######## battle_sequencer ########
battle_sequencer/layers.png
Drawn at 6 px/um.
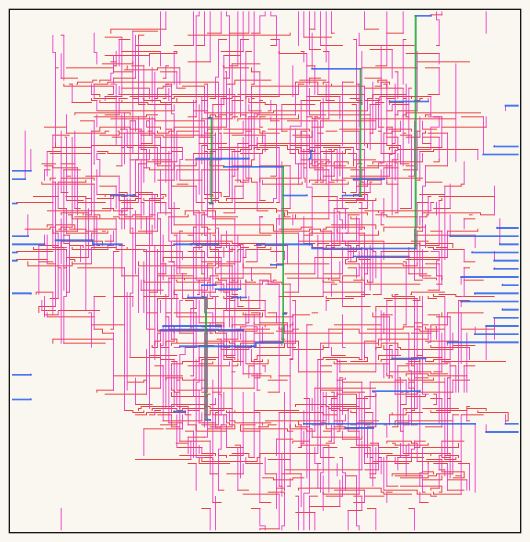

===== src/rtl/battle_sequencer.sv =====
// Battle-loop sequencer: MENU -> START -> ACTION -> ATTACK/DODGE with a one-entry instruction slot.
// Define BATTLE_SEQ_ATK_TIMEOUT_EN to bound the ATTACK wait by ATK_TIMEOUT clocks.
module battle_sequencer #(
  parameter int HP_W         = 8,
  parameter int MON_HP_MAX   = 100,
  parameter int HEAL_AMT     = 10,
  parameter int DODGE_CYCLES = 1000,
  parameter int ATK_TIMEOUT  = 500,
  parameter int RND_W        = 8
) (
  input  logic             clk,
  input  logic             reset,
  input  logic [3:0]       key,
  input  logic             isDeath,
  input  logic             atkPass,
  input  logic [HP_W-1:0]  dmgMon,
  input  logic             isDmgComplete,
  input  logic [7:0]       damage,
  input  logic             heal,
  input  logic             instrReady,
  output logic [7:0]       state,
  output logic [15:0]      playerInstruction,
  output logic             instrValid,
  output logic             isMove,
  output logic [HP_W-1:0]  monHP,
  output logic             startDmg,
  output logic [RND_W-1:0] roundCnt,
  output logic             win
);
  localparam logic [3:0] PG_MENU = 4'h1, PG_START = 4'h8, PG_DODGE = 4'h9,
                         PG_ATK  = 4'hA, PG_ACT   = 4'hB;
  localparam logic [3:0] K_W = 4'd1, K_A = 4'd2, K_D = 4'd4, K_J = 4'd5, K_SPACE = 4'd8;
  localparam logic [3:0] OP_HPY = 4'd1, OP_DPY = 4'd2, OP_MOV = 4'd5;
  localparam int DT_W = $clog2(DODGE_CYCLES + 1);

  logic [3:0]       page_q, page_d, sub_q, sub_d;
  logic [DT_W-1:0]  dtmr_q, dtmr_d;
  logic [HP_W-1:0]  hp_q, hp_d;
  logic [RND_W-1:0] rnd_q, rnd_d;
  logic             win_q, win_d, iv_q, iv_d, mv_q, mv_d, sd_q, sd_d;
  logic [3:0]       iop_q, iop_d;
  logic [7:0]       iarg_q, iarg_d;

  logic            in_dodge, dodge_hit, dodge_mov, dodge_exp, is_wasd;
  logic            menu_go, act_j, atk_pass, atk_kill, atk_exp;
  logic [HP_W:0]   hp_sum;
  logic            iss, pend;
  logic [3:0]      iss_op;
  logic [7:0]      iss_arg;
  logic [8:0]      dsum;

  // Event decode shared by the next-state and output logic; death masks every DODGE event.
  assign is_wasd   = (key >= K_W) && (key <= K_D);
  assign in_dodge  = (page_q == PG_DODGE);
  assign dodge_hit = in_dodge && !isDeath && isDmgComplete;
  assign dodge_mov = in_dodge && !isDeath && !isDmgComplete && is_wasd;
  assign dodge_exp = in_dodge && !isDeath && (dtmr_q <= DT_W'(1));
  assign menu_go   = (page_q == PG_MENU) && (key == K_SPACE);
  assign act_j     = (page_q == PG_ACT) && (key == K_J);
  assign hp_sum    = {1'b0, hp_q} + {1'b0, dmgMon};
  assign atk_pass  = (page_q == PG_ATK) && atkPass;
  assign atk_kill  = atk_pass && (hp_sum >= (HP_W+1)'(MON_HP_MAX));

`ifdef BATTLE_SEQ_ATK_TIMEOUT_EN
  localparam int AT_W = $clog2(ATK_TIMEOUT + 1);
  logic [AT_W-1:0] atmr_q, atmr_d;

  assign atk_exp = (page_q == PG_ATK) && !atkPass && (atmr_q <= AT_W'(1));

  always_comb begin
    atmr_d = atmr_q;
    if (act_j && sub_q == 4'd0)                  atmr_d = AT_W'(ATK_TIMEOUT);
    else if (page_q == PG_ATK && atmr_q != '0)   atmr_d = atmr_q - 1'b1;
  end

  always_ff @(posedge clk or posedge reset)
    if (reset) atmr_q <= '0;
    else       atmr_q <= atmr_d;
`else
  assign atk_exp = 1'b0;
`endif

  // State register (FSM plus all registered outputs).
  always_ff @(posedge clk or posedge reset) begin
    if (reset) begin
      page_q <= PG_MENU;  sub_q  <= '0;  dtmr_q <= '0;
      hp_q   <= '0;       rnd_q  <= '0;  win_q  <= 1'b0;
      iv_q   <= 1'b0;     iop_q  <= '0;  iarg_q <= '0;
      mv_q   <= 1'b0;     sd_q   <= 1'b0;
    end else begin
      page_q <= page_d;   sub_q  <= sub_d;  dtmr_q <= dtmr_d;
      hp_q   <= hp_d;     rnd_q  <= rnd_d;  win_q  <= win_d;
      iv_q   <= iv_d;     iop_q  <= iop_d;  iarg_q <= iarg_d;
      mv_q   <= mv_d;     sd_q   <= sd_d;
    end
  end

  // Next-state: page/cursor and dodge timer.
  always_comb begin
    page_d = page_q;
    sub_d  = sub_q;
    dtmr_d = dtmr_q;
    unique case (page_q)
      PG_MENU:  if (key == K_SPACE) begin page_d = PG_START; sub_d = '0; end
      PG_START: begin page_d = PG_ACT; sub_d = '0; end
      PG_ACT: begin
        if (key == K_A)      sub_d = (sub_q == 4'd0) ? 4'd2 : sub_q - 4'd1;
        else if (key == K_D) sub_d = (sub_q >= 4'd2) ? 4'd0 : sub_q + 4'd1;
        else if (key == K_J) begin
          sub_d = '0;
          if (sub_q == 4'd0) page_d = PG_ATK;
          else begin
            page_d = PG_DODGE;
            dtmr_d = DT_W'(DODGE_CYCLES);
          end
        end
      end
      PG_ATK: begin
        if (atk_kill) begin
          page_d = PG_MENU;
          sub_d  = '0;
        end else if (atk_pass || atk_exp) begin
          page_d = PG_DODGE;
          sub_d  = '0;
          dtmr_d = DT_W'(DODGE_CYCLES);
        end
      end
      PG_DODGE: begin
        if (isDeath) begin
          page_d = PG_MENU;
          sub_d  = '0;
        end else if (dodge_exp) begin
          page_d = PG_ACT;
          sub_d  = '0;
        end else begin
          dtmr_d = dtmr_q - 1'b1;
        end
      end
      default: begin page_d = PG_MENU; sub_d = '0; end
    endcase
  end

  // Outputs: HP/win/round accounting, event pulses and the instruction slot.
  always_comb begin
    hp_d  = hp_q;
    win_d = win_q;
    rnd_d = rnd_q;
    mv_d  = dodge_mov;
    sd_d  = dodge_hit;
    if (menu_go) begin
      hp_d  = '0;
      rnd_d = '0;
      win_d = 1'b0;
    end
    if (atk_pass) hp_d = atk_kill ? HP_W'(MON_HP_MAX) : hp_sum[HP_W-1:0];
    if (atk_kill) win_d = 1'b1;
    if (dodge_exp) rnd_d = rnd_q + 1'b1;

    iss     = 1'b0;
    iss_op  = '0;
    iss_arg = '0;
    if ((act_j && sub_q == 4'd1) || (dodge_hit && heal)) begin
      iss = 1'b1; iss_op = OP_HPY; iss_arg = 8'(HEAL_AMT);
    end else if (dodge_hit) begin
      iss = 1'b1; iss_op = OP_DPY; iss_arg = damage;
    end else if (dodge_mov) begin
      iss = 1'b1; iss_op = OP_MOV; iss_arg = {4'd0, key - 4'd1};
    end

    // An entry handed off this cycle no longer blocks or merges with a new issue.
    pend   = iv_q && !instrReady;
    dsum   = {1'b0, iarg_q} + {1'b0, iss_arg};
    iv_d   = pend;
    iop_d  = iop_q;
    iarg_d = iarg_q;
    if (iss) begin
      if (iss_op == OP_MOV && pend && iop_q != OP_MOV) begin
        iv_d = 1'b1;
      end else if (iss_op == OP_DPY && pend && iop_q == OP_DPY) begin
        iv_d   = 1'b1;
        iarg_d = dsum[8] ? 8'hFF : dsum[7:0];
      end else begin
        iv_d   = 1'b1;
        iop_d  = iss_op;
        iarg_d = iss_arg;
      end
    end
  end

  assign state             = {page_q, sub_q};
  assign playerInstruction = {iop_q, iarg_q, 4'h0};
  assign instrValid        = iv_q;
  assign isMove            = mv_q;
  assign monHP             = hp_q;
  assign startDmg          = sd_q;
  assign roundCnt          = rnd_q;
  assign win               = win_q;
endmodule

===== config.mk =====
export PLATFORM = sky130hd
export DESIGN_NAME = battle_sequencer
export DESIGN_NICKNAME = d
export VERILOG_FILES = /design/src/rtl/battle_sequencer.sv
export SDC_FILE = /design/constraint.sdc
export NUM_CORES = 1
export LEC_CHECK = 0
export CAP_MARGIN = 5
export CORE_AREA = 2 2 83 85
export DETAILED_ROUTE_END_ITERATION = 8
export DIE_AREA = 0 0 85 87
export PLACE_DENSITY = 0.84
export SYNTH_ARGS = -nofsm -noshare
export SYNTH_HDL_FRONTEND = slang
export SYNTH_SLANG_ARGS = --single-unit

===== constraint.sdc =====
create_clock -name clk -period 8.84 [get_ports clk]
set_input_delay 1.768 -clock clk [delete_from_list [all_inputs] [get_ports clk]]
set_output_delay 1.768 -clock clk [all_outputs]
set_load 0.05 [all_outputs]

######## raster_scan ########
`config.mk`:
```
export PLATFORM = sky130hd
export DESIGN_NAME = raster_scan
export DESIGN_NICKNAME = d
export VERILOG_FILES = /design/src/rtl/raster_scan.sv
export SDC_FILE = /design/constraint.sdc
export NUM_CORES = 1
export LEC_CHECK = 0
export CORE_AREA = 2 2 165 167
export CTS_CLUSTER_DIAMETER = 200
export DETAILED_ROUTE_END_ITERATION = 16
export DIE_AREA = 0 0 167 169
export PLACE_DENSITY = 0.77
export SETUP_SLACK_MARGIN = 0.15
export SLEW_MARGIN = 25
export SYNTH_ARGS = -nofsm -noshare
export SYNTH_HDL_FRONTEND = slang
export SYNTH_SLANG_ARGS = --single-unit
export TNS_END_PERCENT = 1
```
`constraint.sdc`:
```
create_clock -name clk -period 23.8 [get_ports clk]
set_clock_uncertainty 0.1 [all_clocks]
set_input_delay 4.76 -clock clk [delete_from_list [all_inputs] [get_ports clk]]
set_output_delay 4.76 -clock clk [all_outputs]
set_load 0.01 [all_outputs]
```
`src/rtl/raster_scan.sv`:
```
// raster_scan: walks the clamped screen-space bounding box of one triangle in
// row-major order and streams one candidate pixel coordinate per beat.
//
// Ports:
//   clk, reset        clock, asynchronous active-high reset
//   in_valid/in_ready job handshake (box, plane coefficients, flat color)
//   xmin..ymax        inclusive bounding box, unsigned
//   bounds_in         9 plane coefficients, entry [i][j] at (3i+j)*COORD_WIDTH
//   color_in          flat color
//   out_valid/out_ready pixel beat handshake
//   x, y              current pixel coordinate
//   bounds_out        job coefficients held for the whole scan
//   color_out         job color held for the whole scan
//   out_last          current beat is the final pixel of the job
//   done              one-cycle pulse after the job completes
//
// state | meaning
// IDLE  | waiting for a job, in_ready high
// SCAN  | presenting pixel beats
// DONE  | one-cycle completion pulse
module raster_scan #(
  parameter int COORD_WIDTH = 16,
  parameter int COLOR_WIDTH = 16,
  parameter int SCREEN_W    = 640,
  parameter int SCREEN_H    = 480
) (
  input  logic                     clk,
  input  logic                     reset,
  input  logic                     in_valid,
  output logic                     in_ready,
  input  logic [COORD_WIDTH-1:0]   xmin,
  input  logic [COORD_WIDTH-1:0]   xmax,
  input  logic [COORD_WIDTH-1:0]   ymin,
  input  logic [COORD_WIDTH-1:0]   ymax,
  input  logic [9*COORD_WIDTH-1:0] bounds_in,
  input  logic [COLOR_WIDTH-1:0]   color_in,
  output logic                     out_valid,
  input  logic                     out_ready,
  output logic [COORD_WIDTH-1:0]   x,
  output logic [COORD_WIDTH-1:0]   y,
  output logic [9*COORD_WIDTH-1:0] bounds_out,
  output logic [COLOR_WIDTH-1:0]   color_out,
  output logic                     out_last,
  output logic                     done
);

  localparam logic [COORD_WIDTH-1:0] X_LIM = COORD_WIDTH'(SCREEN_W - 1);
  localparam logic [COORD_WIDTH-1:0] Y_LIM = COORD_WIDTH'(SCREEN_H - 1);
  localparam logic [COORD_WIDTH-1:0] ONE   = COORD_WIDTH'(1);

  typedef enum logic [1:0] {IDLE, SCAN, DONE} state_t;

  state_t                   state_q;
  logic [COORD_WIDTH-1:0]   x_q, y_q, xmin_q, xmax_q, ymax_q;
  logic [9*COORD_WIDTH-1:0] bounds_q;
  logic [COLOR_WIDTH-1:0]   color_q;

  logic [COORD_WIDTH-1:0]   xmax_c, ymax_c;
  logic                     at_xend, at_yend;

  // Only the upper edges are clamped; the counters then never pass the screen
  // limit, so the increments below cannot wrap.
  assign xmax_c  = (xmax > X_LIM) ? X_LIM : xmax;
  assign ymax_c  = (ymax > Y_LIM) ? Y_LIM : ymax;
  assign at_xend = (x_q == xmax_q);
  assign at_yend = (y_q == ymax_q);

  always_ff @(posedge clk or posedge reset) begin
    if (reset) begin
      state_q  <= IDLE;
      x_q      <= '0;
      y_q      <= '0;
      xmin_q   <= '0;
      xmax_q   <= '0;
      ymax_q   <= '0;
      bounds_q <= '0;
      color_q  <= '0;
    end else begin
      case (state_q)
        IDLE: begin
          if (in_valid) begin
            x_q      <= xmin;
            y_q      <= ymin;
            xmin_q   <= xmin;
            xmax_q   <= xmax_c;
            ymax_q   <= ymax_c;
            bounds_q <= bounds_in;
            color_q  <= color_in;
            state_q  <= ((xmin > xmax_c) || (ymin > ymax_c)) ? DONE : SCAN;
          end
        end
        SCAN: begin
          if (out_ready) begin
            if (at_xend) begin
              if (at_yend) begin
                state_q <= DONE;
              end else begin
                x_q <= xmin_q;
                y_q <= y_q + ONE;
              end
            end else begin
              x_q <= x_q + ONE;
            end
          end
        end
        DONE:    state_q <= IDLE;
        default: state_q <= IDLE;
      endcase
    end
  end

  // Status outputs decode the state register directly so that reset clears
  // out_valid without waiting for a clock edge.
  assign in_ready   = (state_q == IDLE);
  assign out_valid  = (state_q == SCAN);
  assign done       = (state_q == DONE);
  assign out_last   = (state_q == SCAN) && at_xend && at_yend;
  assign x          = x_q;
  assign y          = y_q;
  assign bounds_out = bounds_q;
  assign color_out  = color_q;

endmodule

```
######## id_ex_stage ########
$ cat config.mk
export PLATFORM = sky130hd
export DESIGN_NAME = id_ex_stage
export DESIGN_NICKNAME = d
export VERILOG_FILES = /design/src/rtl/datapath_pkg.sv /design/src/rtl/fwd_unit.sv /design/src/rtl/id_ex_stage.sv
export SDC_FILE = /design/constraint.sdc
export NUM_CORES = 1
export LEC_CHECK = 0
export CAP_MARGIN = 25
export CORE_MARGIN = 3
export CORE_UTILIZATION = 42
export CTS_CLUSTER_SIZE = 16
export DETAILED_ROUTE_END_ITERATION = 7
export PLACE_DENSITY_LB_ADDON = 0.08
export SYNTH_ARGS = -nofsm -noshare
export SYNTH_HDL_FRONTEND = slang
export SYNTH_SLANG_ARGS = --single-unit
$ cat constraint.sdc
create_clock -name clk -period 3.6 [get_ports clk]
set_input_delay 0.54 -clock clk [delete_from_list [all_inputs] [get_ports clk]]
set_output_delay 0.54 -clock clk [all_outputs]
set_load 0.005 [all_outputs]
$ cat src/rtl/datapath_pkg.sv
// rtl/datapath_pkg.sv - shared datapath widths, ALU op codes and EX-stage register layout
package datapath_pkg;
   localparam int DATA_W = 32;
   localparam int REG_W  = 5;
   localparam int ALU_W  = 4;

   localparam logic [ALU_W-1:0] ALU_AND  = 4'b0000;
   localparam logic [ALU_W-1:0] ALU_OR   = 4'b0001;
   localparam logic [ALU_W-1:0] ALU_ADD  = 4'b0010;
   localparam logic [ALU_W-1:0] ALU_SUB  = 4'b0110;
   localparam logic [ALU_W-1:0] ALU_SLT  = 4'b1001;
   localparam logic [ALU_W-1:0] ALU_LUI  = 4'b1110;
   localparam logic [ALU_W-1:0] ALU_ZERO = 4'b1111;

   typedef struct packed {
      logic [DATA_W-1:0] a;
      logic [DATA_W-1:0] b;
      logic [ALU_W-1:0]  alu_sel;
      logic [REG_W-1:0]  rd;
      logic              reg_write;
      logic              mem_read;
   } ex_regs_t;

   localparam ex_regs_t EX_REGS_RESET = '{a: '0, b: '0, alu_sel: ALU_ZERO, rd: '0,
                                          reg_write: 1'b0, mem_read: 1'b0};

   // r0 is hardwired, so a producer targeting it never supplies a forwarded value
   function automatic logic fwd_hit(input logic we, input logic [REG_W-1:0] src_rd,
                                    input logic [REG_W-1:0] addr);
      return we && (src_rd == addr) && (src_rd != '0);
   endfunction
endpackage

$ cat src/rtl/fwd_unit.sv
// rtl/fwd_unit.sv - per-operand forwarding select, EX/MEM over MEM/WB over register file
module fwd_unit
   import datapath_pkg::*;
(
   input  logic [REG_W-1:0]  addr,
   input  logic [DATA_W-1:0] rf_data,
   input  logic              exmem_reg_write,
   input  logic [REG_W-1:0]  exmem_rd,
   input  logic [DATA_W-1:0] exmem_res,
   input  logic              memwb_reg_write,
   input  logic [REG_W-1:0]  memwb_rd,
   input  logic [DATA_W-1:0] memwb_data,
   output logic [DATA_W-1:0] fwd_data
);
   always_comb begin
      fwd_data = rf_data;
      if (fwd_hit(exmem_reg_write, exmem_rd, addr)) begin
         fwd_data = exmem_res;
      end else if (fwd_hit(memwb_reg_write, memwb_rd, addr)) begin
         fwd_data = memwb_data;
      end
   end
endmodule

$ cat src/rtl/id_ex_stage.sv
// rtl/id_ex_stage.sv - ID/EX pipeline register with operand forwarding and load-use bubbles
module id_ex_stage
   import datapath_pkg::*;
(
   input  logic              clk,
   input  logic              rst,
   input  logic              id_valid,
   output logic              id_ready,
   input  logic [REG_W-1:0]  id_rs_addr,
   input  logic [REG_W-1:0]  id_rt_addr,
   input  logic [REG_W-1:0]  id_rd_addr,
   input  logic [DATA_W-1:0] id_rs_data,
   input  logic [DATA_W-1:0] id_rt_data,
   input  logic [DATA_W-1:0] id_imm,
   input  logic              id_use_imm,
   input  logic [ALU_W-1:0]  id_alu_sel,
   input  logic              id_reg_write,
   input  logic              id_mem_read,
   input  logic              flush,
   input  logic              exmem_reg_write,
   input  logic [REG_W-1:0]  exmem_rd,
   input  logic [DATA_W-1:0] exmem_res,
   input  logic              memwb_reg_write,
   input  logic [REG_W-1:0]  memwb_rd,
   input  logic [DATA_W-1:0] memwb_data,
   input  logic              ex_ready,
   output logic              ex_valid,
   output logic [DATA_W-1:0] ex_a,
   output logic [DATA_W-1:0] ex_b,
   output logic [ALU_W-1:0]  ex_alu_sel,
   output logic [REG_W-1:0]  ex_rd,
   output logic              ex_reg_write,
   output logic              ex_mem_read,
   output logic [15:0]       bubble_cnt
);
   ex_regs_t          regs_q, regs_d;
   logic              valid_q, valid_d;
   logic [15:0]       bubble_cnt_q, bubble_cnt_d;
   logic [DATA_W-1:0] rs_fwd, rt_fwd;
   logic              hazard, stall;

   fwd_unit u_fwd_rs (
      .addr(id_rs_addr), .rf_data(id_rs_data),
      .exmem_reg_write(exmem_reg_write), .exmem_rd(exmem_rd), .exmem_res(exmem_res),
      .memwb_reg_write(memwb_reg_write), .memwb_rd(memwb_rd), .memwb_data(memwb_data),
      .fwd_data(rs_fwd)
   );

   fwd_unit u_fwd_rt (
      .addr(id_rt_addr), .rf_data(id_rt_data),
      .exmem_reg_write(exmem_reg_write), .exmem_rd(exmem_rd), .exmem_res(exmem_res),
      .memwb_reg_write(memwb_reg_write), .memwb_rd(memwb_rd), .memwb_data(memwb_data),
      .fwd_data(rt_fwd)
   );

   // A load in EX cannot forward its data yet; rt only matters when it is a real operand
   assign hazard = valid_q && regs_q.mem_read && (regs_q.rd != '0) &&
                   ((regs_q.rd == id_rs_addr) || (!id_use_imm && (regs_q.rd == id_rt_addr)));
   assign stall    = valid_q && !ex_ready;
   assign id_ready = !stall && !hazard;

   always_comb begin
      regs_d       = regs_q;
      valid_d      = valid_q;
      bubble_cnt_d = bubble_cnt_q;
      if (flush) begin
         valid_d = 1'b0;
      end else if (stall) begin
         valid_d = valid_q;
      end else if (hazard) begin
         valid_d = 1'b0;
         if (bubble_cnt_q != 16'hFFFF) begin
            bubble_cnt_d = bubble_cnt_q + 16'd1;
         end
      end else if (id_valid) begin
         valid_d           = 1'b1;
         regs_d.a          = rs_fwd;
         regs_d.b          = id_use_imm ? id_imm : rt_fwd;
         regs_d.alu_sel    = id_alu_sel;
         regs_d.rd         = id_rd_addr;
         regs_d.reg_write  = id_reg_write;
         regs_d.mem_read   = id_mem_read;
      end else begin
         valid_d = 1'b0;
      end
   end

   always_ff @(posedge clk or posedge rst) begin
      if (rst) begin
         regs_q       <= EX_REGS_RESET;
         valid_q      <= 1'b0;
         bubble_cnt_q <= '0;
      end else begin
         regs_q       <= regs_d;
         valid_q      <= valid_d;
         bubble_cnt_q <= bubble_cnt_d;
      end
   end

   assign ex_valid     = valid_q;
   assign ex_a         = regs_q.a;
   assign ex_b         = regs_q.b;
   assign ex_alu_sel   = regs_q.alu_sel;
   assign ex_rd        = regs_q.rd;
   assign ex_reg_write = valid_q && regs_q.reg_write;
   assign ex_mem_read  = valid_q && regs_q.mem_read;
   assign bubble_cnt   = bubble_cnt_q;
endmodule

######## stb_meas_seq ########
**src/rtl/stb_meas_seq.sv**
```systemverilog
// Measurement sequencer between the CSR bank and stb_gen: runs N lock/strobe/settle/sample
// iterations and accumulates comparator hits for a sweep point.
module stb_meas_seq #(
   parameter int CNT_W   = 16,
   parameter int TMO_W   = 24,
   parameter int TIMEOUT = 2**20
) (
   input  logic             clk_i,
   input  logic             arstn_i,
   input  logic             start_i,
   input  logic             abort_i,
   input  logic [CNT_W-1:0] n_samples_i,
   input  logic [7:0]       settle_i,
   output logic             busy_o,
   output logic             done_o,
   output logic             err_o,
   output logic [CNT_W-1:0] hit_cnt_o,
   output logic [CNT_W-1:0] sample_cnt_o,
   input  logic             gen_rdy_i,
   input  logic             gen_err_i,
   output logic             stb_req_o,
   input  logic             stb_valid_i,
   input  logic             cmp_i
);

   localparam logic [3:0] S_IDLE       = 4'd0;
   localparam logic [3:0] S_WAIT_RDY   = 4'd1;
   localparam logic [3:0] S_REQ        = 4'd2;
   localparam logic [3:0] S_WAIT_CLR   = 4'd3;
   localparam logic [3:0] S_WAIT_VALID = 4'd4;
   localparam logic [3:0] S_SETTLE     = 4'd5;
   localparam logic [3:0] S_SAMPLE     = 4'd6;
   localparam logic [3:0] S_DONE       = 4'd7;
   localparam logic [3:0] S_ERR        = 4'd8;

   localparam logic [TMO_W-1:0] TMO_LIM = TMO_W'(TIMEOUT);

   logic [3:0]       state_q, state_d;
   logic             busy_q, busy_d, done_q, done_d, err_q, err_d, req_q, req_d;
   logic [CNT_W-1:0] hit_q, hit_d, smp_q, smp_d, n_q, n_d;
   logic [7:0]       settle_q, settle_d, set_cnt_q, set_cnt_d;
   logic [TMO_W-1:0] tmo_q, tmo_d;
   logic             cmp_s1_q, cmp_s2_q;

   logic [TMO_W-1:0] tmo_inc;
   logic [CNT_W-1:0] smp_inc;
   logic             waiting, active, tmo_hit;

   assign tmo_inc = tmo_q + TMO_W'(1);
   assign smp_inc = smp_q + CNT_W'(1);
   assign waiting = (state_q == S_WAIT_RDY) || (state_q == S_WAIT_CLR) || (state_q == S_WAIT_VALID);
   assign active  = (state_q != S_IDLE) && (state_q != S_DONE) && (state_q != S_ERR);
   assign tmo_hit = waiting && (tmo_inc == TMO_LIM);

   always_comb begin
      state_d   = state_q;
      done_d    = 1'b0;
      err_d     = err_q;
      hit_d     = hit_q;
      smp_d     = smp_q;
      n_d       = n_q;
      settle_d  = settle_q;
      set_cnt_d = set_cnt_q;
      if (abort_i) begin
         state_d = S_IDLE;
      end else if (gen_err_i && active) begin
         state_d = S_ERR;
      end else if (tmo_hit) begin
         state_d = S_ERR;
      end else begin
         case (state_q)
            S_IDLE: begin
               if (start_i) begin
                  n_d      = n_samples_i;
                  settle_d = settle_i;
                  hit_d    = '0;
                  smp_d    = '0;
                  err_d    = 1'b0;
                  state_d  = (n_samples_i == '0) ? S_DONE : S_WAIT_RDY;
               end
            end
            S_WAIT_RDY:   if (gen_rdy_i) state_d = S_REQ;
            S_REQ:        state_d = S_WAIT_CLR;
            // Wait for the previous strobe's valid to drop so only a fresh strobe is sampled
            S_WAIT_CLR:   if (!stb_valid_i) state_d = S_WAIT_VALID;
            S_WAIT_VALID: begin
               if (stb_valid_i) begin
                  state_d   = S_SETTLE;
                  set_cnt_d = settle_q;
               end
            end
            S_SETTLE: begin
               if (set_cnt_q == 8'd0) state_d = S_SAMPLE;
               else                   set_cnt_d = set_cnt_q - 8'd1;
            end
            S_SAMPLE: begin
               smp_d   = smp_inc;
               hit_d   = hit_q + {{(CNT_W-1){1'b0}}, cmp_s2_q};
               state_d = (smp_inc == n_q) ? S_DONE : S_REQ;
            end
            S_DONE: begin
               done_d  = 1'b1;
               state_d = S_IDLE;
            end
            S_ERR: begin
               done_d  = 1'b1;
               err_d   = 1'b1;
               state_d = S_IDLE;
            end
            default: state_d = S_IDLE;
         endcase
      end
      tmo_d  = ((state_d != state_q) || !waiting) ? '0 : tmo_inc;
      busy_d = (state_d != S_IDLE);
      req_d  = (state_d == S_REQ);
   end

   always_ff @(posedge clk_i or negedge arstn_i) begin
      if (!arstn_i) begin
         state_q   <= S_IDLE;
         busy_q    <= 1'b0;
         done_q    <= 1'b0;
         err_q     <= 1'b0;
         req_q     <= 1'b0;
         hit_q     <= '0;
         smp_q     <= '0;
         n_q       <= '0;
         settle_q  <= '0;
         set_cnt_q <= '0;
         tmo_q     <= '0;
         cmp_s1_q  <= 1'b0;
         cmp_s2_q  <= 1'b0;
      end else begin
         state_q   <= state_d;
         busy_q    <= busy_d;
         done_q    <= done_d;
         err_q     <= err_d;
         req_q     <= req_d;
         hit_q     <= hit_d;
         smp_q     <= smp_d;
         n_q       <= n_d;
         settle_q  <= settle_d;
         set_cnt_q <= set_cnt_d;
         tmo_q     <= tmo_d;
         cmp_s1_q  <= cmp_i;
         cmp_s2_q  <= cmp_s1_q;
      end
   end

   assign busy_o       = busy_q;
   assign done_o       = done_q;
   assign err_o        = err_q;
   assign stb_req_o    = req_q;
   assign hit_cnt_o    = hit_q;
   assign sample_cnt_o = smp_q;

endmodule

```
**config.mk**
```make
export PLATFORM = sky130hd
export DESIGN_NAME = stb_meas_seq
export DESIGN_NICKNAME = d
export VERILOG_FILES = /design/src/rtl/stb_meas_seq.sv
export SDC_FILE = /design/constraint.sdc
export NUM_CORES = 1
export LEC_CHECK = 0
export CAP_MARGIN = 25
export CORE_MARGIN = 3
export CORE_UTILIZATION = 29
export DETAILED_ROUTE_END_ITERATION = 10
export GPL_ROUTABILITY_DRIVEN = 1
export PLACE_DENSITY = 0.58
export SYNTH_ARGS = -nofsm -noshare
export SYNTH_HDL_FRONTEND = slang
export SYNTH_SLANG_ARGS = --single-unit
```
**constraint.sdc**
```tcl
create_clock -name clk_i -period 7.6 [get_ports clk_i]
set_clock_uncertainty 0.1 [all_clocks]
set_input_delay 0.76 -clock clk_i [delete_from_list [all_inputs] [get_ports clk_i]]
set_output_delay 0.76 -clock clk_i [all_outputs]
set_load 0.03 [all_outputs]
```
battle_sequencer/util_map.png
Drawn at 4 px/um. The die is cut into 8 by 9 equal tiles; white is low, dark blue is high, 0 to 100% covered.
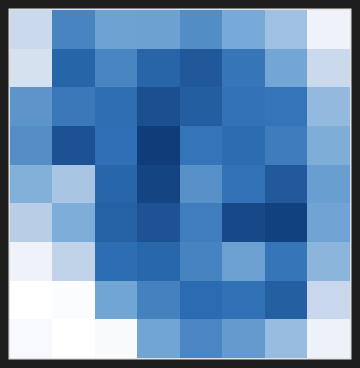
fullest tile: 95%
mean over tiles: 57%
densest ninth of the die: middle
tiles over 75% full: 26%
emptiest ninth of the die: bottom left
nearly empty tiles: 4.2%
initial core utilization: 0.534
post-route core utilization: 0.652
area of the placeable core: 6570 um^2

battle_sequencer/clock_nets.png
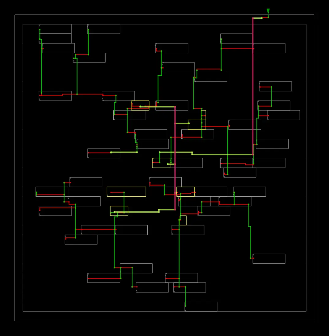
clk latency of the worst-skew pair: 300 ps
number of clock buffers inserted by TritonCTS: 5
total number of clock tree sinks: 48
final-layout clock buffer total: 6

Notes on battle_sequencer/layers.png above:
legend:
  M3:
    colour: blue
    wire_length: 348 um
  M1:
    colour: red
    wire_length: 3790 um
  M4:
    colour: green
    wire_length: 124 um
  M2:
    colour: magenta
    wire_length: 4180 um
total routing resource utilization after global routing: 0.233
routed wire length: 8440 um

==> run_summary.xml, battle_sequencer <==
<?xml version="1.0" encoding="UTF-8"?>
<metrics>
  <group name="setup_path">
    <metric name="timing.critical_path.max_delay_family" unit="">AND-OR/OR-AND gates</metric>
    <metric name="crit_start" unit="">key[0]</metric>
    <metric name="worstPathArrival" unit="ps">5500</metric>
  </group>
  <group name="status">
    <metric name="outcome" unit="">completed</metric>
  </group>
  <group name="timing">
    <metric name="report.final.hold_viol_count" unit="">0</metric>
    <metric name="fin_setup_tns" unit="ps">0</metric>
  </group>
  <group name="pwr">
    <metric name="power.share.sequential" unit="">0.298</metric>
    <metric name="seq-power" unit="mW">0.366</metric>
  </group>
  <group name="global_route">
    <metric name="grt_max_degree" unit="">49</metric>
    <metric name="overflow" unit="">0</metric>
  </group>
  <group name="final_layout">
    <metric name="finish.instance_area" unit="um^2">4280</metric>
    <metric name="largest_register_ffs" unit="">10</metric>
    <metric name="antenna_diode_count" unit="">0</metric>
    <metric name="logic_area" unit="um^2">2160</metric>
    <metric name="layout_top_cell" unit="">sky130_fd_sc_hd__clkdlybuf4s50_1</metric>
  </group>
  <group name="route">
    <metric name="remaining_drc_errors" unit="">0</metric>
    <metric name="dr.first_iter.drc_count" unit="">165</metric>
    <metric name="drt-wirelength-per-cell" unit="um">15.1</metric>
  </group>
  <group name="worst_hold_path">
    <metric name="min_from" unit="">dtmr_q[9]</metric>
  </group>
  <group name="yosys">
    <metric name="ys_types" unit="">67</metric>
    <metric name="numSynthFlops" unit="">48</metric>
  </group>
  <group name="placed_design">
    <metric name="gp_congestion" unit="">0.824</metric>
  </group>
</metrics>
## battle_sequencer: synth_stat cells (all sizes together) (5+ instances only)
master | instances | area, um^2
and2 | 6 | 37.5
nor3 | 11 | 55.1
nor2 | 39 | 149
a21oi | 14 | 70.1
dfrtp | 47 | 1180
nand2b | 5 | 31.3
nand2 | 59 | 221
o21bai | 5 | 41.3
o31ai | 12 | 90.1
o21ai | 39 | 195
nand3 | 19 | 95.1
nand4 | 6 | 52.6
xnor2 | 5 | 43.8
o211ai | 9 | 72.6
inv | 19 | 71.3
ha | 27 | 338
xor2 | 6 | 52.6
o22ai | 6 | 37.5
buf | 10 | 77.6
## battle_sequencer: per-layer routing
metal	GRT usage	routed length, um
met3	0.0408	348
met2	0.396	4180
met5	0	0
met1	0.309	3790
met4	0.0635	123
## battle_sequencer: cells by family (layout without fill, tap and decap cells)
group / Yosys count / in the layout / synth area share
buf+inv: 33 / 91 / 0.0470
compound gates: 116 / 116 / 0.221
simple gates: 173 / 173 / 0.243
other cells: 1 / 6 / 0.00107
fa+ha+maj: 29 / 29 / 0.108
mux: 3 / 3 / 0.0103
flops: 48 / 48 / 0.342
xor+xnor: 11 / 11 / 0.0274
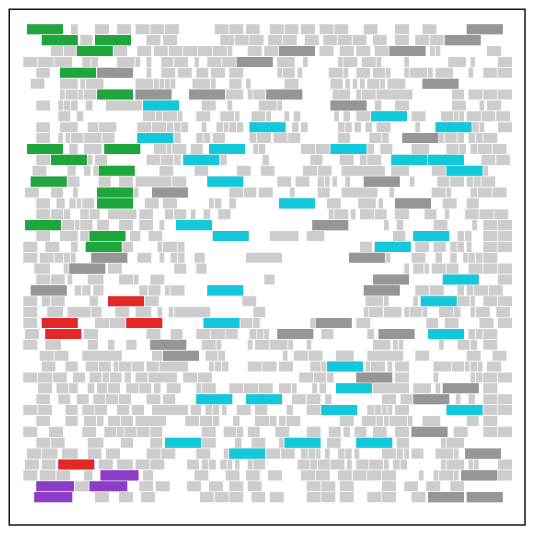
id_ex_stage/ff_map.png
Drawn at 4 px/um.
legend:
  bubble_cnt:
    colour: green
    placed_flops: 16
  ex_alu_sel:
    colour: purple
    placed_flops: 4
    where: bottom left
  ex_a:
    colour: cyan
    placed_flops: 32
  ex_rd:
    colour: red
    placed_flops: 5
    where: left middle
not coloured: 35
post-route core utilization: 0.621
fraction of area in registers: 0.254
register cell area after layout: 2310 um^2
sequential cell power: 1.29 mW

id_ex_stage/util_map.png
Drawn at 3 px/um. The die is cut into 13 by 13 equal tiles; white is low, dark blue is high, 0 to 100% covered.
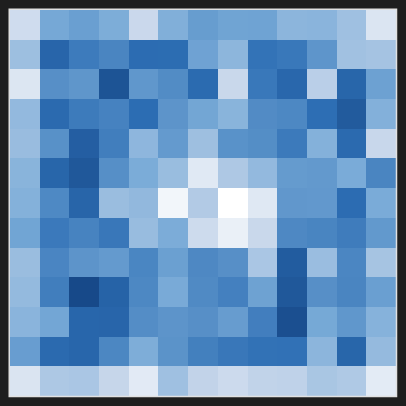
tiles over 75% full: 16%
emptiest ninth of the die: middle
nearly empty tiles: 0.60%
mean over tiles: 54%
fullest tile: 90%
area of the placeable core: 14600 um^2
initial core utilization: 0.431

==> run_summary.xml, id_ex_stage <==
<?xml version="1.0" encoding="UTF-8"?>
<metrics>
  <group name="status">
    <metric name="outcome" unit="">completed</metric>
  </group>
  <group name="yosys">
    <metric name="dominantRegCellSynth" unit="">sky130_fd_sc_hd__dfrtp_1</metric>
    <metric name="synthesis.area_per_instance" unit="um^2">9.17</metric>
    <metric name="synthesis.nets" unit="">888</metric>
  </group>
  <group name="route">
    <metric name="dr.first_iter.drc_count" unit="">324</metric>
  </group>
  <group name="clock_tree">
    <metric name="cts_max_level" unit="">3</metric>
    <metric name="insertion_delay" unit="ps">350</metric>
    <metric name="clockRootBuffer" unit="">sky130_fd_sc_hd__clkbuf_16</metric>
  </group>
  <group name="pwr">
    <metric name="static-leakage-power" unit="nW">3.61</metric>
    <metric name="clock_power_share" unit="">0.293</metric>
    <metric name="p_switching" unit="mW">0.874</metric>
  </group>
  <group name="global_route">
    <metric name="global_route_wire_length_before_repair" unit="um">31000</metric>
    <metric name="use_met1" unit="">0.290</metric>
    <metric name="grt_pass1_vias" unit="">5845</metric>
  </group>
  <group name="setup_path">
    <metric name="timing.critical_path.mode_cell" unit="">sky130_fd_sc_hd__clkdlybuf4s50_1</metric>
    <metric name="critPathBufInv" unit="">2</metric>
    <metric name="worst-endpoint-required" unit="ps">3060</metric>
  </group>
  <group name="final_layout">
    <metric name="final.fill_count" unit="">1247</metric>
    <metric name="antenna_diode_count" unit="">0</metric>
  </group>
  <group name="placed_design">
    <metric name="dpl_worst_slack" unit="ps">603</metric>
    <metric name="detailedPlacementHpwl" unit="um">14600</metric>
  </group>
</metrics>
==> id_ex_stage: power groups by stage <==
| stage | Clock (mW) | Sequential, mW | Combinational, mW |
|---|---|---|---|
| 2_1_floorplan | 0 | 1.27 | 0.570 |
| 3_3_place_gp | 0 | 1.30 | 0.984 |
| 3_5_place_dp | 0 | 1.30 | 0.997 |
| 4_1_cts | 0.974 | 1.29 | 1.00 |
| 5_1_grt | 1.02 | 1.31 | 1.07 |
| 6_report | 0.944 | 1.29 | 0.989 |
==> id_ex_stage: logic make-up (layout without fill, tap and decap cells) <==
kind of cell | after synthesis | after routing | share of synthesized area
and+or+nand+nor | 150 | 150 | 0.113
DFF | 92 | 92 | 0.366
AOI/OAI and AO/OA | 199 | 199 | 0.238
adders and majority gates | 1 | 1 | 0.00198
xor gates and xnor gates | 45 | 45 | 0.0625
muxes | 44 | 44 | 0.0722
buffers and inverters | 157 | 355 | 0.147
==> id_ex_stage: cell type report <==
class	instances	area share
Timing Repair Buffer	303	0.335
Sequential cell	92	0.254
Clock buffer	11	0.0256
Inverter	37	0.0155
Multi-Input combinational cell	439	0.339
Clock inverter	4	0.00564
Tap cell	184	0.0253
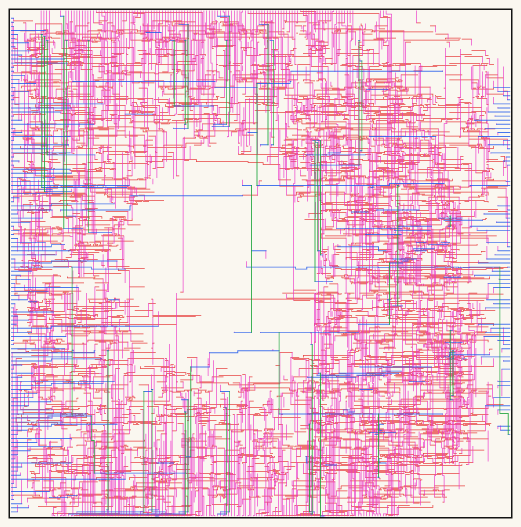
raster_scan/layers.png
Drawn at 3 px/um.
legend:
  M4:
    colour: green
    wire_length: 1560 um
  M1:
    colour: red
    wire_length: 14200 um
  M3:
    colour: blue
    wire_length: 2760 um
  M2:
    colour: magenta
    wire_length: 17600 um
routed wire length: 36000 um
WL/cell: 17.5 um

==> run_summary.xml, raster_scan <==
<?xml version="1.0" encoding="UTF-8"?>
<metrics>
  <group name="worst_hold_path">
    <metric name="hold_depth" unit="">2</metric>
  </group>
  <group name="setup_path">
    <metric name="worst-endpoint-required" unit="ps">18940</metric>
    <metric name="reg2regPathDepth" unit="">6</metric>
  </group>
  <group name="pwr">
    <metric name="power.share.sequential" unit="">0.339</metric>
  </group>
  <group name="clock_tree">
    <metric name="clkSlewWorstSetupHoldPaths" unit="ps">60</metric>
    <metric name="cts-buffers-inserted" unit="">28</metric>
  </group>
  <group name="route">
    <metric name="total_vias_in_the_final_route" unit="">10500</metric>
  </group>
  <group name="placed_design">
    <metric name="numPlacedInstances" unit="">2001</metric>
  </group>
  <group name="floorplan">
    <metric name="chipWidth" unit="um">167</metric>
    <metric name="fp-utilization" unit="">0.421</metric>
  </group>
  <group name="yosys">
    <metric name="dominantRegCellSynth" unit="">sky130_fd_sc_hd__dfrtp_1</metric>
    <metric name="synthMostInstantiatedCell" unit="">sky130_fd_sc_hd__nand2_1</metric>
  </group>
  <group name="final_layout">
    <metric name="fin_nets" unit="">1952</metric>
  </group>
  <group name="timing">
    <metric name="report.final.slew_viol_count" unit="">0</metric>
    <metric name="worst_pin_slew" unit="ps">1020</metric>
  </group>
  <group name="status">
    <metric name="outcome" unit="">completed</metric>
  </group>
</metrics>
[raster_scan: final cells by class]
| cell class | instances | share of cell area |
|---|---|---|
| Timing Repair Buffer | 434 | 0.258 |
| Antenna cell | 2 | 0.000298 |
| Inverter | 13 | 0.00336 |
| Tap cell | 341 | 0.0254 |
| Multi-Input combinational cell | 971 | 0.290 |
| Clock buffer | 39 | 0.0509 |
| Clock inverter | 13 | 0.0117 |
| Sequential cell | 242 | 0.361 |
[raster_scan: flip-flops by register name (all words and copies together) (netlist names)]
name,flops
bounds_out,144
color_out,16
state_q,2
x,16
xmax_q,16
xmin_q,16
y,16
ymax_q,16
[raster_scan: power by group through the flow]
stage                     combinational, mW  sequential, mW  clock (mW)
after floorplan                       0.403           0.791           0
after global placement                0.947           0.734           0
after detailed placement              0.963           0.741           0
after CTS                             0.969           0.739       0.490
after global routing                   1.05           0.765       0.507
final                                 0.963           0.741       0.479
[raster_scan: critical path: cells and delay by family, from the launching register on]
| kind | cells | cell delay [ps] |
|---|---|---|
| AND/OR/NAND/NOR | 4 | 1140 |
| flip-flops | 1 | 500 |
| XOR/XNOR | 1 | 210 |
| buffers and inverters | 1 | 550 |
stb_meas_seq/ff_map.png
Drawn at 3 px/um.
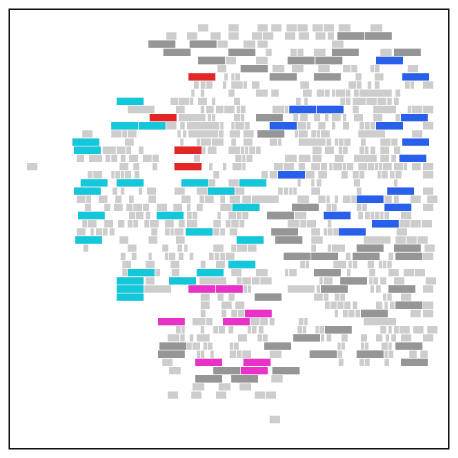
legend:
  set_cnt_q:
    colour: magenta
    placed_flops: 8
  tmo_q:
    colour: cyan
    placed_flops: 24
  state_q:
    colour: red
    placed_flops: 4
    where: top middle
  sample_cnt_o:
    colour: blue
    placed_flops: 16
not coloured: 46
register cell area after layout: 2450 um^2
sequential cell power: 0.610 mW
post-route core utilization: 0.365

==> run_summary.xml, stb_meas_seq <==
<?xml version="1.0" encoding="UTF-8"?>
<metrics>
  <group name="setup_path">
    <metric name="timing.rr.end" unit="">tmo_q[10]</metric>
    <metric name="crit_start" unit="">state_q[3]</metric>
    <metric name="crit_chain" unit="">nand2b_1, nor3_1, o2111ai_1, a2111o_1, or4_4, o21a_1, a2111o_1, a32oi_4, nor3_1</metric>
    <metric name="worstPathArrival" unit="ps">4540</metric>
  </group>
  <group name="status">
    <metric name="outcome" unit="">completed</metric>
  </group>
  <group name="clock_tree">
    <metric name="cts_repair_resize_count" unit="">0</metric>
    <metric name="clkSlewWorstSetupHoldPaths" unit="ps">80</metric>
  </group>
  <group name="yosys">
    <metric name="post_synth_top_area_share" unit="">0.431</metric>
    <metric name="post_synth_main_logic_family" unit="">simple AND/OR/NAND/NOR gates</metric>
    <metric name="sequential_element_share_of_the_synthesized_area" unit="">0.431</metric>
    <metric name="muxShareOfSynthArea" unit="">0.0565</metric>
  </group>
  <group name="timing">
    <metric name="setup_viol_count_final" unit="">0</metric>
    <metric name="hold_ws" unit="ps">251</metric>
  </group>
  <group name="floorplan">
    <metric name="area_of_the_placeable_core" unit="um^2">19000</metric>
    <metric name="chipWidth" unit="um">146</metric>
  </group>
  <group name="final_layout">
    <metric name="layout_top_cell" unit="">sky130_fd_sc_hd__dfrtp_1</metric>
    <metric name="antenna_diode_count" unit="">0</metric>
    <metric name="layout-area-overhead-vs-synth" unit="%">21.7</metric>
  </group>
  <group name="route">
    <metric name="route.final.wire_length" unit="um">14300</metric>
    <metric name="wl_met3" unit="um">679</metric>
    <metric name="met1Wirelength" unit="um">6930</metric>
  </group>
  <group name="global_route">
    <metric name="grt.total_usage" unit="">0.136</metric>
  </group>
  <group name="placed_design">
    <metric name="detailedPlacementHpwl" unit="um">10100</metric>
    <metric name="place_area" unit="um^2">6570</metric>
    <metric name="dpl_worst_slack" unit="ps">3140</metric>
  </group>
</metrics>
[stb_meas_seq: final cells by class]
cell class	count	area (um^2)	area share
clock buffers	9	225	0.0325
clock inverters	7	124	0.0179
inverters	10	37.5	0.00542
multi-input cells	466	3030	0.438
flip-flops and latches	98	2450	0.354
well taps	260	325	0.0470
repair buffers	74	724	0.105
[stb_meas_seq: power groups by stage]
| stage | Combinational (mW) | Sequential [mW] | Clock [mW] |
|---|---|---|---|
| final | 0.201 | 0.610 | 0.537 |
| after global routing | 0.225 | 0.617 | 0.576 |
| after CTS | 0.203 | 0.611 | 0.555 |
| after detailed placement | 0.202 | 0.621 | 0 |
| after global placement | 0.201 | 0.620 | 0 |
| after floorplan | 0.144 | 0.606 | 0 |
[stb_meas_seq: flip-flops by register name, indices dropped and copies added, names as in the netlist]
register	flops
set_cnt_q	8
cmp_s2_q	1
tmo_q	24
stb_req_o	1
hit_cnt_o	16
err_o	1
settle_q	8
done_o	1
cmp_s1_q	1
sample_cnt_o	16
state_q	4
n_q	16
busy_o	1

==> layout pictures side by side <==
The metal 4 layer.
image #1
Drawn at 4 px/um. Supply wires on this layer in grey.
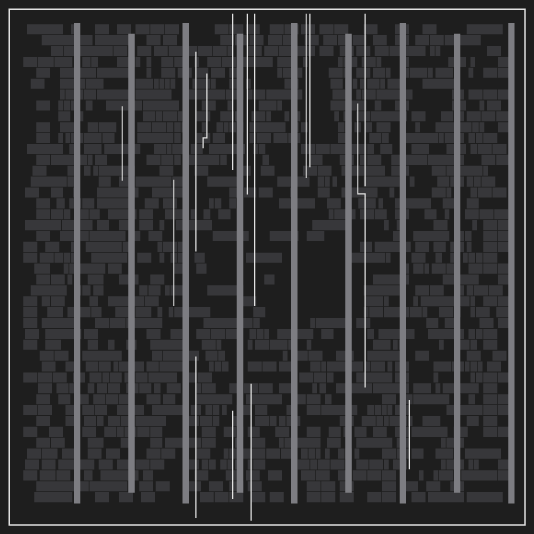
image #2
Drawn at 6 px/um. Supply wires on this layer in grey.
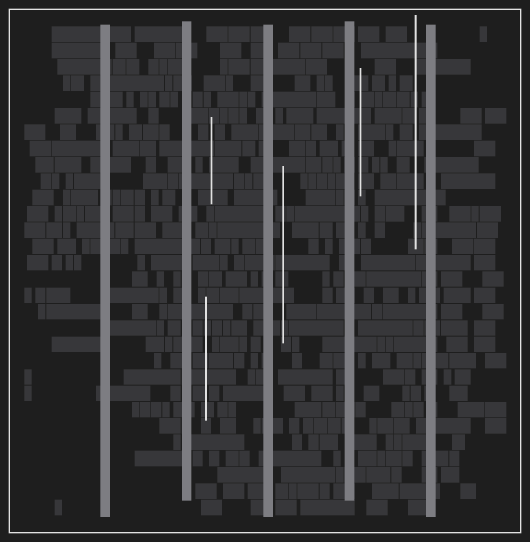
image #3
Drawn at 3 px/um. Supply wires on this layer in grey.
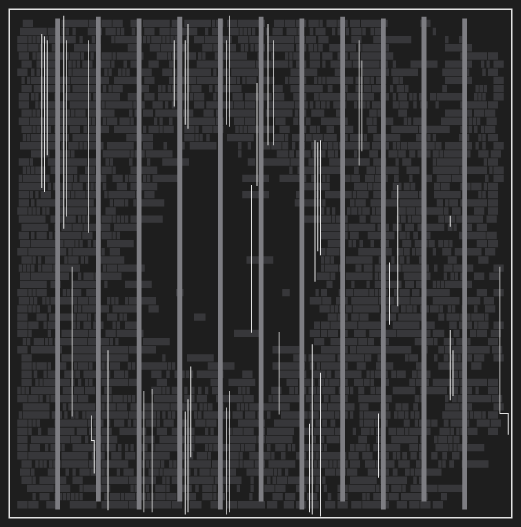
The one with the smallest die is image #2.
The one with the largest die is image #3.
- id_ex_stage = image #1
- raster_scan = image #3
- battle_sequencer = image #2

Key to image #3:
longest straight run: 70.7 um
main direction: vertical
wire length on this layer: 1560 um
share of all routed wire: 4.3%


######## conv_encoder ########
==> src/rtl/viterbi_pkg.sv <==
// viterbi_pkg: shared FSM encoding, generator defaults and widths for the encoder/decoder pair.
package viterbi_pkg;
    typedef enum logic [1:0] {IDLE, ENC, DONE} state_t;
    localparam int DATA_W_DEF = 8;
    localparam int CW_W_DEF = 2 * DATA_W_DEF;
    localparam int TRELLIS_W = 2;
    localparam logic [2:0] G0_DEF = 3'b111;
    localparam logic [2:0] G1_DEF = 3'b101;
endpackage

==> src/rtl/conv_enc_bit.sv <==
// conv_enc_bit: one trellis step; code pair {c0,c1} and next state from {u,s1,s0}.
module conv_enc_bit
    import viterbi_pkg::*;
(
    input  logic                 u,
    input  logic                 s1,
    input  logic                 s0,
    input  logic [2:0]           g0,
    input  logic [2:0]           g1,
    output logic [1:0]           code,
    output logic [TRELLIS_W-1:0] next_state
);
    logic [2:0] reg_bits;
    assign reg_bits   = {u, s1, s0};
    assign code       = {^(reg_bits & g0), ^(reg_bits & g1)};
    assign next_state = {u, s1};
endmodule

==> src/rtl/conv_encoder.sv <==
// conv_encoder: rate-1/2 K=3 serial convolutional encoder, MSB first.
// CONV_ENC_CONT_STATE_EN keeps the trellis state across frames instead of clearing it.
module conv_encoder
    import viterbi_pkg::*;
#(
    parameter int         DATA_W = DATA_W_DEF,
    parameter logic [2:0] G0     = G0_DEF,
    parameter logic [2:0] G1     = G1_DEF
) (
    input  logic                clk,
    input  logic                rst,
    input  logic                en,
    input  logic [DATA_W-1:0]   data,
    output logic [2*DATA_W-1:0] data_out,
    output logic                done_flag,
    output logic                busy
);
    localparam int CW_W  = 2 * DATA_W;
    localparam int CNT_W = (DATA_W > 1) ? $clog2(DATA_W) : 1;

    state_t                state, state_next;
    logic [DATA_W-1:0]     sreg;
    logic [CNT_W-1:0]      cnt;
    logic [CW_W-1:0]       cw, cw_next;
    logic [TRELLIS_W-1:0]  st, st_next;
    logic [1:0]            code;
    logic                  accept, last, busy_d, done_d;

    conv_enc_bit u_bit (
        .u          (sreg[DATA_W-1]),
        .s1         (st[1]),
        .s0         (st[0]),
        .g0         (G0),
        .g1         (G1),
        .code       (code),
        .next_state (st_next)
    );

    assign cw_next = {cw[CW_W-3:0], code};
    assign accept  = (state != ENC) && en;
    assign last    = (state == ENC) && (cnt == CNT_W'(DATA_W - 1));

    always_ff @(posedge clk or posedge rst)
        if (rst) state <= IDLE;
        else     state <= state_next;

    always_comb begin
        state_next = state;
        if (accept)         state_next = ENC;
        else if (last)      state_next = DONE;
        else if (state == DONE) state_next = IDLE;
    end

    always_comb begin
        busy_d = (state_next == ENC);
        done_d = (state_next == DONE);
    end

    always_ff @(posedge clk or posedge rst) begin
        if (rst) begin
            busy      <= 1'b0;
            done_flag <= 1'b0;
            data_out  <= '0;
            sreg      <= '0;
            cnt       <= '0;
            cw        <= '0;
            st        <= '0;
        end else begin
            busy      <= busy_d;
            done_flag <= done_d;
            if (accept) begin
                sreg <= data;
                cnt  <= '0;
                cw   <= '0;
`ifdef CONV_ENC_CONT_STATE_EN
                st   <= st;
`else
                st   <= '0;
`endif
            end else if (state == ENC) begin
                sreg <= sreg << 1;
                cnt  <= cnt + CNT_W'(1);
                cw   <= cw_next;
                st   <= st_next;
                if (last) data_out <= cw_next;
            end
        end
    end
endmodule

==> config.mk <==
export PLATFORM = sky130hd
export DESIGN_NAME = conv_encoder
export DESIGN_NICKNAME = d
export VERILOG_FILES = /design/src/rtl/viterbi_pkg.sv /design/src/rtl/conv_enc_bit.sv /design/src/rtl/conv_encoder.sv
export SDC_FILE = /design/constraint.sdc
export NUM_CORES = 1
export LEC_CHECK = 0
export CAP_MARGIN = 5
export CORE_ASPECT_RATIO = 0.75
export CORE_MARGIN = 2
export CORE_UTILIZATION = 40
export CTS_BUF_LIST = sky130_fd_sc_hd__clkbuf_4
export CTS_CLUSTER_DIAMETER = 100
export DETAILED_ROUTE_END_ITERATION = 12
export PLACE_DENSITY = 0.64
export SETUP_SLACK_MARGIN = 0.5
export SLEW_MARGIN = 20
export SYNTH_ARGS = -nofsm -noshare
export SYNTH_HDL_FRONTEND = slang
export SYNTH_HIERARCHICAL = 1
export SYNTH_SLANG_ARGS = --single-unit
export TNS_END_PERCENT = 100
==> constraint.sdc <==
create_clock -name clk -period 1.7 [get_ports clk]
set_input_delay 0.34 -clock clk [delete_from_list [all_inputs] [get_ports clk]]
set_output_delay 0.34 -clock clk [all_outputs]
set_load 0.1 [all_outputs]
conv_encoder/floorplan.png
Drawn at 4 px/um. Pins as bars on the die edge. Tap cells in grey.
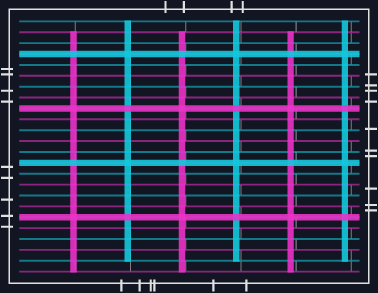
legend:
  VSS:
    colour: magenta
  VDD:
    colour: cyan
tap cells: 75
met4 straps: 6
Worst VDD drop: 1.38 mV
die height: 68.1 um
area of the placeable core: 5320 um^2

conv_encoder/util_map.png
Drawn at 4 px/um. The die is cut into 9 by 7 equal tiles; white is low, dark blue is high, 0 to 100% covered.
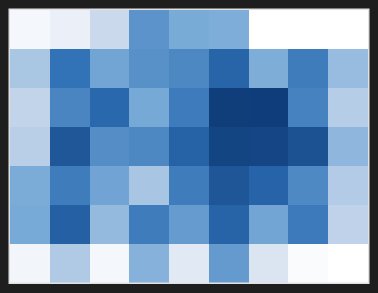
nearly empty tiles: 6.3%
densest ninth of the die: middle
tiles over 75% full: 21%
initial core utilization: 0.412
post-route core utilization: 0.593

==> run_summary.xml <==
<?xml version="1.0" encoding="UTF-8"?>
<metrics>
  <group name="final_layout">
    <metric name="final_cells" unit="">281</metric>
    <metric name="final.fill_count" unit="">393</metric>
    <metric name="antenna_diode_count" unit="">0</metric>
    <metric name="finish.instance_area" unit="um^2">3160</metric>
  </group>
  <group name="setup_path">
    <metric name="crit_start" unit="">cnt[0]</metric>
    <metric name="cp_num_cells" unit="">5</metric>
    <metric name="crit_type" unit="">reg2reg</metric>
    <metric name="worst-endpoint-required" unit="ps">1950</metric>
    <metric name="path_max_fanout" unit="">7</metric>
    <metric name="worstReg2RegStart" unit="">cnt[0]</metric>
    <metric name="cpMaxStageDelayCell" unit="">sky130_fd_sc_hd__dfrtp_1</metric>
    <metric name="worst_stage_delay_on_the_critical_path" unit="ps">410</metric>
    <metric name="timing.rr.end" unit="">data_out[2]</metric>
  </group>
  <group name="placed_design">
    <metric name="detailedPlacementHpwl" unit="um">2320</metric>
    <metric name="place_area" unit="um^2">2780</metric>
  </group>
  <group name="route">
    <metric name="dr.first_iter.drc_count" unit="">48</metric>
    <metric name="dr.pass1.iters" unit="">4</metric>
    <metric name="drt-vias-per-instance" unit="">4.65</metric>
    <metric name="route.final.wire_length" unit="um">4120</metric>
  </group>
  <group name="global_route">
    <metric name="grt_max_degree" unit="">48</metric>
    <metric name="grt_antenna_before_repair" unit="">0</metric>
    <metric name="overflow" unit="">0</metric>
    <metric name="grt.total_usage" unit="">0.143</metric>
  </group>
  <group name="clock_tree">
    <metric name="cts-buffers-inserted" unit="">5</metric>
    <metric name="cts_max_level" unit="">2</metric>
    <metric name="tritoncts" unit="">built</metric>
    <metric name="cts_repair_resize_count" unit="">10</metric>
  </group>
  <group name="pwr">
    <metric name="power" unit="mW">6.48</metric>
    <metric name="top_power_group" unit="">combinational logic</metric>
    <metric name="internal_power" unit="mW">3.87</metric>
    <metric name="switching_share" unit="">0.404</metric>
  </group>
  <group name="timing">
    <metric name="post-route-period-util" unit="">0.847</metric>
    <metric name="hold_ws" unit="ps">364</metric>
    <metric name="fin_ws" unit="ps">259</metric>
  </group>
  <group name="flow_run">
    <metric name="warnings" unit="">29</metric>
  </group>
  <group name="status">
    <metric name="outcome" unit="">completed</metric>
  </group>
  <group name="yosys">
    <metric name="yosys.area_share.simple" unit="">0.0810</metric>
    <metric name="synthAoiAreaFrac" unit="">0.00799</metric>
    <metric name="synth-async-reset-ratio" unit="">1.00</metric>
    <metric name="synth_xor_xnor_area_share" unit="">0.0205</metric>
    <metric name="muxShareOfSynthArea" unit="">0.292</metric>
    <metric name="sequential_element_share_of_the_synthesized_area" unit="">0.536</metric>
  </group>
</metrics>
registers in the layout, summed over array words and instances (netlist names):
| name | count |
|---|---|
| busy | 1 |
| sreg | 8 |
| cnt | 3 |
| st | 2 |
| cw | 14 |
| state | 2 |
| data_out | 16 |
| done_flag | 1 |
routing by layer:
layer / routed length, um / vias to the layer above
met1: 1890 / 671
met5: 0 / -
met4: 24 / 0
li1: - / 608
met2: 2070 / 24
met3: 140 / 5
area by class of cell:
| type | count | area, um^2 | area share |
|---|---|---|---|
| Clock buffer | 5 | 37.5 | 0.0119 |
| Clock inverter | 3 | 43.8 | 0.0139 |
| Inverter | 3 | 15.0 | 0.00476 |
| Multi-Input combinational cell | 94 | 1070 | 0.338 |
| Sequential cell | 47 | 1190 | 0.377 |
| Tap cell | 75 | 93.8 | 0.0297 |
| Timing Repair Buffer | 54 | 708 | 0.224 |
cells by family (layout without fill, tap and decap cells):
| logic type | after synthesis | in the layout |
|---|---|---|
| flops | 47 | 47 |
| fa+ha+maj | 2 | 2 |
| mux | 51 | 51 |
| xor+xnor | 2 | 2 |
| compound gates | 2 | 2 |
| simple gates | 29 | 31 |
| other cells | 2 | 6 |
| buf+inv | 12 | 65 |


==> layout pictures side by side <==
Register map, names as in the netlist.
panel A
Drawn at 3 px/um.
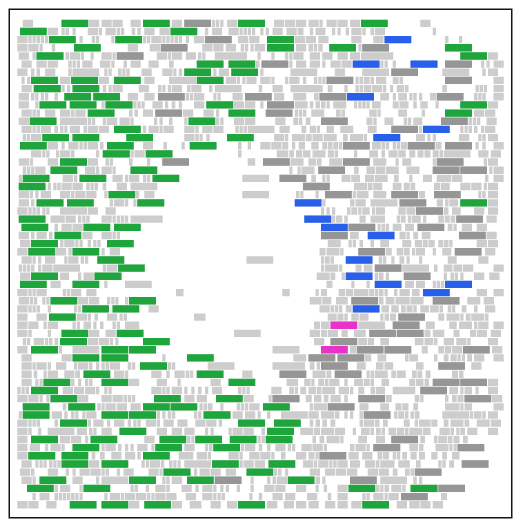
panel B
Drawn at 6 px/um.
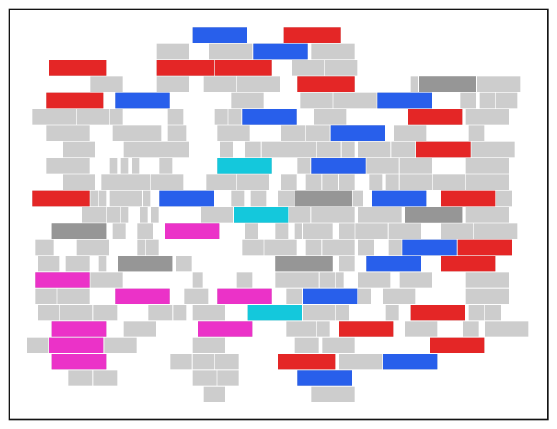
panel C
Drawn at 6 px/um.
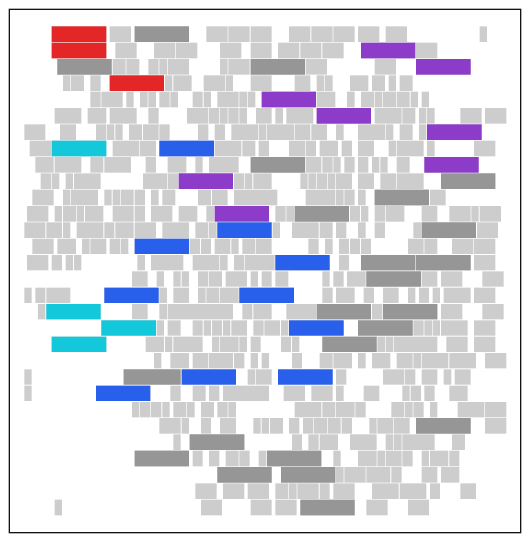
| from | picture |
|---|---|
| conv_encoder | panel B |
| battle_sequencer | panel C |
| raster_scan | panel A |
Of these, most cells: panel A
Of these, smallest die: panel B

Power is estimated from default activity; no workload was simulated.
